==================== rr_mux_scheduler
==> rr_mux_scheduler/clk_routes.png <==
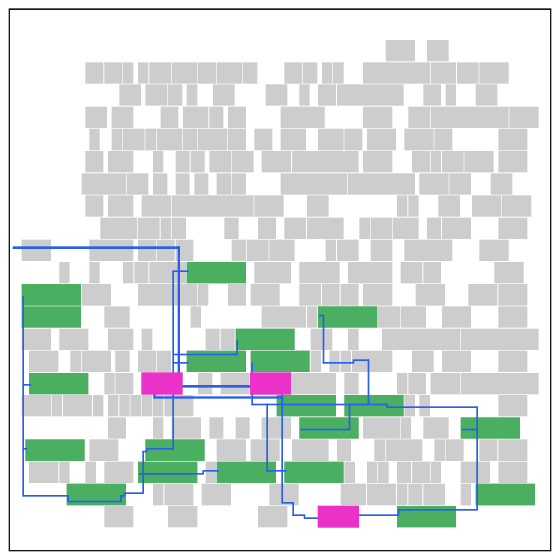
==> rr_mux_scheduler/sizes.png <==
The bar under the picture is 20 microns long.
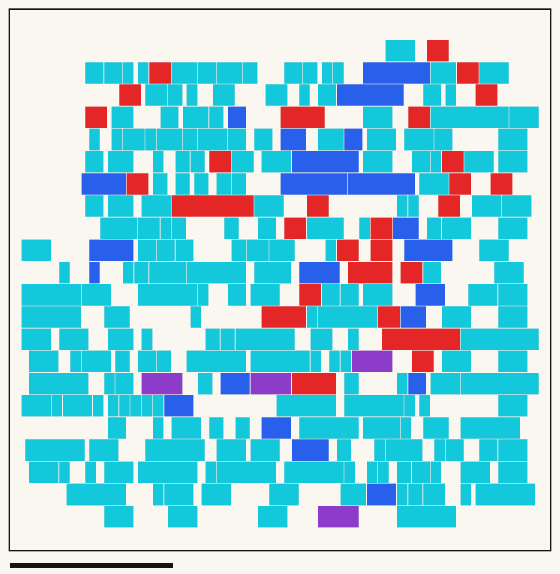
<file path="src/rtl/rr_mux_scheduler_pkg.sv">
// Shared encodings and sizing for the round-robin 8:1 mux scheduler.
package rr_mux_scheduler_pkg;

  localparam int NUM_REQ = 8;
  localparam int SEL_W   = 3;

  typedef enum logic {
    IDLE  = 1'b0,
    GRANT = 1'b1
  } state_t;

endpackage

</file>
<file path="src/rtl/rr_mux_scheduler_pick.sv">
// Rotate-by-ptr priority encoder: first set request at or after ptr, circularly.
module rr_pick8
  import rr_mux_scheduler_pkg::*;
(
  input  logic [NUM_REQ-1:0] req,
  input  logic [SEL_W-1:0]   ptr,
  output logic [SEL_W-1:0]   pick,
  output logic               any
);

  logic [NUM_REQ-1:0] rot;
  logic [SEL_W-1:0]   off;

  // Rotate so ptr lands on bit 0, take the lowest set bit, then rotate the index back.
  always_comb begin
    rot = (req >> ptr) | (req << (4'd8 - {1'b0, ptr}));
    off = '0;
    for (int i = NUM_REQ - 1; i >= 0; i--) begin
      if (rot[i]) off = SEL_W'(i);
    end
    pick = ptr + off;
    any  = |req;
  end

endmodule

</file>
<file path="src/rtl/rr_mux_scheduler.sv">
// Round-robin scheduler with bounded hold time driving a shared 8:1 data select.
//
//   state | meaning
//   IDLE  | no grant active, gnt=0, busy=0
//   GRANT | requester S owns the mux, hold_cnt counts its cycles
module rr_mux_scheduler
  import rr_mux_scheduler_pkg::*;
#(
  parameter int MAX_HOLD = 4,
  parameter int CNT_W    = 4
) (
  input  logic               clk,
  input  logic               rst,
  input  logic [NUM_REQ-1:0] req,
  input  logic [NUM_REQ-1:0] I,
  output logic [NUM_REQ-1:0] gnt,
  output logic [SEL_W-1:0]   S,
  output logic               busy,
  output logic               D
);

  localparam logic [CNT_W-1:0] MAX_CNT = CNT_W'(MAX_HOLD);

  state_t             state, state_n;
  logic [SEL_W-1:0]   ptr, ptr_n, scan_ptr, pick, s_n;
  logic [CNT_W-1:0]   hold_cnt, cnt_n;
  logic [NUM_REQ-1:0] gnt_n;
  logic               busy_n, any, rel;

  // A release re-scans from owner+1 in the same cycle, so the new grant has no idle bubble.
  rr_pick8 u_pick (
    .req  (req),
    .ptr  (scan_ptr),
    .pick (pick),
    .any  (any)
  );

  // Next-state, pointer, hold counter and registered-output values.
  always_comb begin
    state_n  = state;
    ptr_n    = ptr;
    cnt_n    = hold_cnt;
    gnt_n    = gnt;
    s_n      = S;
    busy_n   = busy;
    rel      = 1'b0;
    scan_ptr = ptr;
    if (state == GRANT) rel = !req[S] || (hold_cnt == MAX_CNT);
    if (rel) scan_ptr = S + 3'd1;
    case (state)
      IDLE: begin
        if (any) begin
          state_n = GRANT;
          gnt_n   = NUM_REQ'(1) << pick;
          s_n     = pick;
          busy_n  = 1'b1;
          cnt_n   = CNT_W'(1);
        end else begin
          gnt_n  = '0;
          busy_n = 1'b0;
        end
      end
      GRANT: begin
        if (!rel) begin
          cnt_n = hold_cnt + CNT_W'(1);
        end else begin
          ptr_n = scan_ptr;
          if (any) begin
            gnt_n  = NUM_REQ'(1) << pick;
            s_n    = pick;
            busy_n = 1'b1;
            cnt_n  = CNT_W'(1);
          end else begin
            state_n = IDLE;
            gnt_n   = '0;
            busy_n  = 1'b0;
            cnt_n   = '0;
          end
        end
      end
      default: state_n = IDLE;
    endcase
  end

  // State and output registers with synchronous reset.
  always_ff @(posedge clk) begin
    if (rst) begin
      state    <= IDLE;
      ptr      <= '0;
      hold_cnt <= '0;
      gnt      <= '0;
      S        <= '0;
      busy     <= 1'b0;
    end else begin
      state    <= state_n;
      ptr      <= ptr_n;
      hold_cnt <= cnt_n;
      gnt      <= gnt_n;
      S        <= s_n;
      busy     <= busy_n;
    end
  end

  assign D = busy ? I[S] : 1'b0;

endmodule

</file>
<file path="config.mk">
export PLATFORM = sky130hd
export DESIGN_NAME = rr_mux_scheduler
export DESIGN_NICKNAME = d
export VERILOG_FILES = /design/src/rtl/rr_mux_scheduler_pkg.sv /design/src/rtl/rr_mux_scheduler_pick.sv /design/src/rtl/rr_mux_scheduler.sv
export SDC_FILE = /design/constraint.sdc
export NUM_CORES = 1
export LEC_CHECK = 0
export CORE_UTILIZATION = 49
export DETAILED_ROUTE_END_ITERATION = 16
export PLACE_DENSITY_LB_ADDON = 0.08
export SKIP_CTS_REPAIR_TIMING = 1
export SYNTH_ARGS = -nofsm -noshare
export SYNTH_HDL_FRONTEND = slang
export SYNTH_HIERARCHICAL = 1
export SYNTH_SLANG_ARGS = --single-unit
</file>
<file path="constraint.sdc">
create_clock -name clk -period 6.2 [get_ports clk]
set_clock_uncertainty 0.1 [all_clocks]
set_input_delay 1.24 -clock clk [delete_from_list [all_inputs] [get_ports clk]]
set_output_delay 1.24 -clock clk [all_outputs]
set_load 0.05 [all_outputs]
</file>
==> summary.txt <==
fresh numbers from the pnr run: relative slew slack 0.2731, crit path kind primary input to flip-flop, Startpoint Class primary input, drt initial violations 162, crit end category flip-flop, Non-clk bufs 52, fin worst setup slack between 300 and 400 ps, combinational share of cell area 0.5864, Top reg by flops gnt, Top Layer Used met4, share of layout cells above drive strength 1 0.2007, critical path data arrival time slightly below 6000 ps, post-synthesis sequential area ratio 0.1983, Yosys top cell by instances nor2_1, HP Class flip-flop to flip-flop, fp util 0.5316, unrepaired setup endpoints after global routing false, Final Hold Fails 0, Clock Buffer Count 4, status finished clean, die height ~66 microns, total gr overflow 0, post-route cell area around 2500 sq um, Gate Area about 1500 sq um, GR Layer Usage met2 0.3469, Synth area leader dfxtp_1
Notes on rr_mux_scheduler/clk_routes.png above:
legend:
  magenta:
    item: clock drivers
    count: 3
  green:
    item: flip-flops
    count: 20
  blue:
    item: clock wires
    length: 285 microns
routed clock nets: 4
clk pwr: 0.000100 W
clk latency late pin: 260 ps
clock power share: 0.079

Notes on rr_mux_scheduler/sizes.png above:
legend:
  cyan:
    size: _0 and _1 cells
    cells: 215
    share: 80%
  red:
    size: _3 and _4 cells
    cells: 28
    share: 10%
  blue:
    size: _2 cells
    cells: 22
    share: 8.2%
  purple:
    size: _6 and larger
    cells: 4
    share: 1.5%

## power breakdown
part           switching (W)  internal, W  total, W  leakage, nW
combinational       0.000542     0.000434  0.000976        0.808
clock              0.0000434    0.0000565  0.000100       0.0288
sequential         0.0000274     0.000156  0.000183        0.164
## cells in the final DEF, fill, tap and decap left out, types with 2 or more instances in the layout
cell type	n
a21bo_2	2
a21o_1	3
a21oi_1	7
a31oi_1	3
a32oi_1	2
and2_1	2
buf_4	22
clkbuf_8	4
clkdlybuf4s50_1	30
dfxtp_1	20
ha_1	5
inv_1	12
mux2_4	4
mux2i_1	22
mux4_1	3
mux4_2	5
nand2_1	16
nand2b_1	9
nand3_1	8
nand3b_1	2
nor2_1	25
nor2b_1	4
nor3_1	6
nor3_2	3
nor4_1	2
o211ai_1	2
o21ai_0	6
o22ai_1	2
or2_2	2
or3_1	3
or3b_1	4
xor2_1	2
## worst reg2reg max path, delay by kind of cell (launching register included)
family	cells	cell delay, ps
simple gates	5	710
flops	1	630
xor+xnor	2	390
buf+inv	4	480
mux	3	750
compound gates	6	1180
fa+ha+maj	3	800

==================== fetch_hazard_controller
==> fetch_hazard_controller/flops_by_reg.png <==
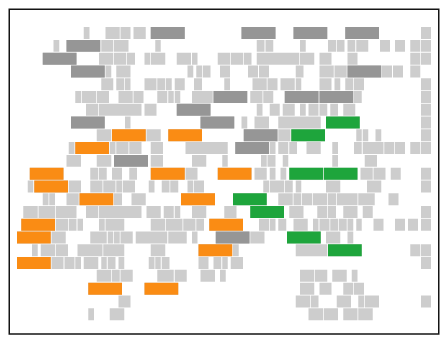
==> fetch_hazard_controller/clk_routes.png <==
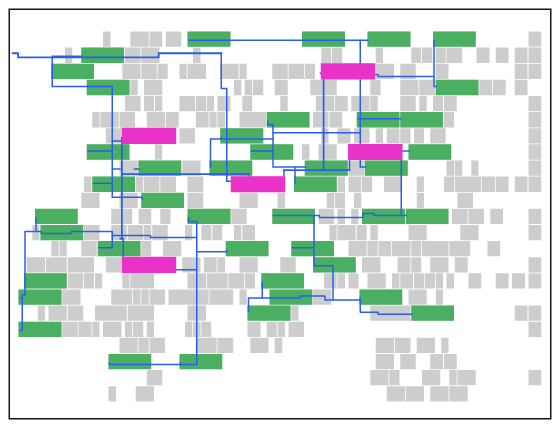
$ cat src/rtl/fetch_hazard_controller.sv
// Fetch-side pipeline control: load-use stalls, taken-branch redirect with flush window,
// imem wait states with sticky timeout error, and saturating stall/redirect counters.
module fetch_hazard_controller #(
  parameter int FLUSH_CYCLES = 1,
  parameter int TIMEOUT      = 16,
  parameter int CNT_W        = 16
) (
  input  logic             clk,
  input  logic             reset,
  input  logic [4:0]       idRs,
  input  logic [4:0]       idRt,
  input  logic             idUsesRt,
  input  logic             exMemRead,
  input  logic [4:0]       exRt,
  input  logic             exBranchTaken,
  input  logic [31:0]      exBranchTarget,
  input  logic             imemReady,
  output logic             stall,
  output logic             branchResult,
  output logic [31:0]      branchAddrs,
  output logic             flushIfId,
  output logic             bubbleIdEx,
  output logic             fetchError,
  output logic [CNT_W-1:0] stallCycles,
  output logic [CNT_W-1:0] redirectCount
);

  typedef enum logic [1:0] {
    ST_RUN   = 2'd0,
    ST_FLUSH = 2'd1,
    ST_WAIT  = 2'd2
  } state_t;

  localparam logic [3:0]       FLUSH_LOAD = 4'(FLUSH_CYCLES - 1);
  localparam logic [7:0]       WAIT_LIMIT = 8'(TIMEOUT);
  localparam logic [CNT_W-1:0] CNT_MAX    = '1;

  state_t           state_q, state_d, state_eff;
  logic [3:0]       flush_cnt_q, flush_cnt_d;
  logic [7:0]       wait_cnt_q, wait_cnt_d;
  logic             fetch_err_q, fetch_err_d;
  logic [CNT_W-1:0] stall_cnt_q, stall_cnt_d;
  logic [CNT_W-1:0] redir_cnt_q, redir_cnt_d;
  logic             hazard;

  assign hazard = exMemRead && (exRt != 5'd0) &&
                  ((exRt == idRs) || (idUsesRt && (exRt == idRt)));

  // Outputs during the reset cycle behave as if already back in RUN.
  assign state_eff = reset ? ST_RUN : state_q;

  always_ff @(posedge clk) begin
    if (reset) begin
      state_q     <= ST_RUN;
      flush_cnt_q <= '0;
      wait_cnt_q  <= '0;
    end else begin
      state_q     <= state_d;
      flush_cnt_q <= flush_cnt_d;
      wait_cnt_q  <= wait_cnt_d;
    end
  end

  always_comb begin
    state_d     = state_q;
    flush_cnt_d = flush_cnt_q;
    wait_cnt_d  = wait_cnt_q;
    fetch_err_d = fetch_err_q;
    case (state_q)
      ST_RUN, ST_WAIT: begin
        if (exBranchTaken) begin
          wait_cnt_d = '0;
          if (FLUSH_CYCLES > 1) begin
            state_d     = ST_FLUSH;
            flush_cnt_d = FLUSH_LOAD;
          end else begin
            state_d     = ST_RUN;
          end
        end else if (!imemReady) begin
          state_d = ST_WAIT;
          if (state_q == ST_RUN) begin
            wait_cnt_d = 8'd1;
          end else if (wait_cnt_q != WAIT_LIMIT) begin
            wait_cnt_d = wait_cnt_q + 8'd1;
          end
          if (wait_cnt_d == WAIT_LIMIT) begin
            fetch_err_d = 1'b1;
          end
        end else begin
          state_d    = ST_RUN;
          wait_cnt_d = '0;
        end
      end
      ST_FLUSH: begin
        // EX holds a bubble here, so a taken branch or imem status cannot matter.
        if (flush_cnt_q <= 4'd1) begin
          state_d     = ST_RUN;
          flush_cnt_d = '0;
        end else begin
          flush_cnt_d = flush_cnt_q - 4'd1;
        end
      end
      default: begin
        state_d     = ST_RUN;
        flush_cnt_d = '0;
        wait_cnt_d  = '0;
      end
    endcase
  end

  always_comb begin
    stall        = 1'b0;
    branchResult = 1'b0;
    flushIfId    = 1'b0;
    bubbleIdEx   = 1'b0;
    case (state_eff)
      ST_FLUSH: begin
        flushIfId  = 1'b1;
        bubbleIdEx = 1'b1;
      end
      default: begin
        // WAIT with imemReady=1 resolves exactly like RUN, including the hazard check.
        if (exBranchTaken) begin
          branchResult = 1'b1;
          flushIfId    = 1'b1;
          bubbleIdEx   = 1'b1;
        end else if (!imemReady) begin
          stall = 1'b1;
        end else if (hazard) begin
          stall      = 1'b1;
          bubbleIdEx = 1'b1;
        end
      end
    endcase
  end

  assign branchAddrs = branchResult ? exBranchTarget : 32'd0;

  always_comb begin
    stall_cnt_d = stall_cnt_q;
    redir_cnt_d = redir_cnt_q;
    if (stall && (stall_cnt_q != CNT_MAX)) begin
      stall_cnt_d = stall_cnt_q + 1'b1;
    end
    if (branchResult && (redir_cnt_q != CNT_MAX)) begin
      redir_cnt_d = redir_cnt_q + 1'b1;
    end
  end

  always_ff @(posedge clk) begin
    if (reset) begin
      fetch_err_q <= 1'b0;
      stall_cnt_q <= '0;
      redir_cnt_q <= '0;
    end else begin
      fetch_err_q <= fetch_err_d;
      stall_cnt_q <= stall_cnt_d;
      redir_cnt_q <= redir_cnt_d;
    end
  end

  assign fetchError    = fetch_err_q;
  assign stallCycles   = stall_cnt_q;
  assign redirectCount = redir_cnt_q;

endmodule

$ cat config.mk
export PLATFORM = sky130hd
export DESIGN_NAME = fetch_hazard_controller
export DESIGN_NICKNAME = d
export VERILOG_FILES = /design/src/rtl/fetch_hazard_controller.sv
export SDC_FILE = /design/constraint.sdc
export NUM_CORES = 1
export LEC_CHECK = 0
export CORE_ASPECT_RATIO = 0.75
export CORE_UTILIZATION = 40
export CTS_BUF_LIST = sky130_fd_sc_hd__clkbuf_16
export DETAILED_ROUTE_END_ITERATION = 6
export DONT_BUFFER_PORTS = 1
export SYNTH_ARGS = -nofsm -noshare
export SYNTH_HDL_FRONTEND = slang
export SYNTH_SLANG_ARGS = --single-unit
$ cat constraint.sdc
create_clock -name clk -period 2.3 [get_ports clk]
set_clock_uncertainty 0.1 [all_clocks]
set_input_delay 0.23 -clock clk [delete_from_list [all_inputs] [get_ports clk]]
set_output_delay 0.23 -clock clk [all_outputs]
set_load 0.03 [all_outputs]
==> summary.txt <==
fresh numbers from the pnr run: H-Tree Depth 2, Startpoint Class flip-flop, I/O Buffers 0, Commonest cells post-synth dfxtp_1, nor2_1, and2_1, Synth area leader dfxtp_1, final cell count without fillers 396, NumNets Final roughly 380, hold path startpoint exBranchTaken, status finished clean, Pleak 1.053 nW, Worst R2R End stallCycles[9], period utilization 0.9133, crit path from stallCycles[9], Crit path max-delay family simple AND/OR/NAND/NOR gates, chip area 6272 sq um
## Picture notes: fetch_hazard_controller/flops_by_reg.png
legend:
  green:
    netlist_name: wait_cnt_q
    sequential_cells: 8
  orange:
    netlist_name: stallCycles
    sequential_cells: 16
not colored: 18

## Picture notes: fetch_hazard_controller/clk_routes.png
legend:
  magenta:
    item: clock drivers
    count: 5
  green:
    item: flip-flops
    count: 42
  blue:
    item: clock wires
    length: 543 microns
routed clock nets: 6
flops lie: widely spread

==> cell type report <==
cell class / instances / share of cell area
multi-input cells: 227 / 0.5117
flip-flops and latches: 42 / 0.2964
repair buffers: 36 / 0.09616
clock buffers: 5 / 0.04411
well taps: 75 / 0.03308
inverters: 7 / 0.009263
clock inverters: 3 / 0.008381
diodes: 1 / 0.0008822
==> what timing repair did <==
action                                 4_1_cts  5_1_grt
hold buffers                                 1        0
gates resized                                0        0
endpoints found under the hold margin       28        0
buffers inserted                             0        0
==> cells by family after synthesis <==
| group | after synthesis | share of synthesized area |
|---|---|---|
| fa+ha+maj | 4 | 0.02101 |
| buf+inv | 19 | 0.03782 |
| xor+xnor | 37 | 0.1360 |
| flops | 42 | 0.3529 |
| compound gates | 35 | 0.1008 |
| mux | 2 | 0.008404 |
| simple gates | 149 | 0.3430 |
==> power by group through the flow <==
stage	combinational (W)	clock (W)	sequential (W)
CTS	0.000196	0.000722	0.000741
global route	0.000208	0.000753	0.000742
detailed placement	0.000187	0	0.000758
floorplan	0.000165	0	0.000771
global placement	0.000186	0	0.000757
finish	0.000195	0.000704	0.000742


==> notes/layouts.md <==
Pictures saved along the way, in no particular order.

Cell outlines without signal wires.
panel A
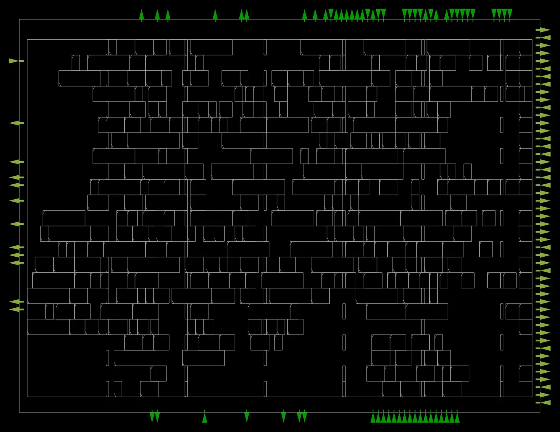
panel B
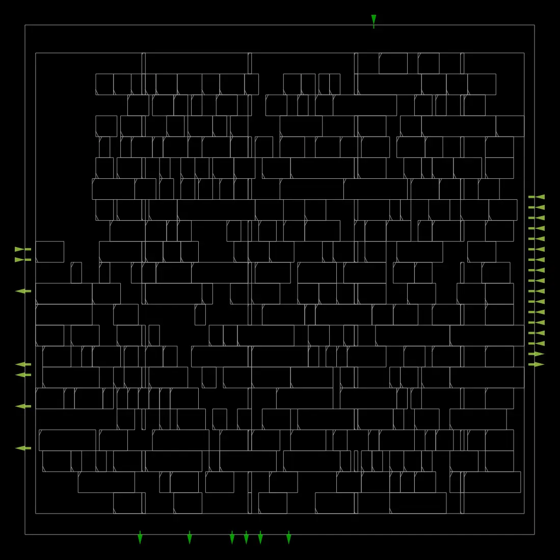
Of these, highest utilization: panel B
Of these, most cells: panel A
rr_mux_scheduler is panel B.
fetch_hazard_controller is panel A.

Power figures rest on the tool's default switching activity, not on a simulated workload.
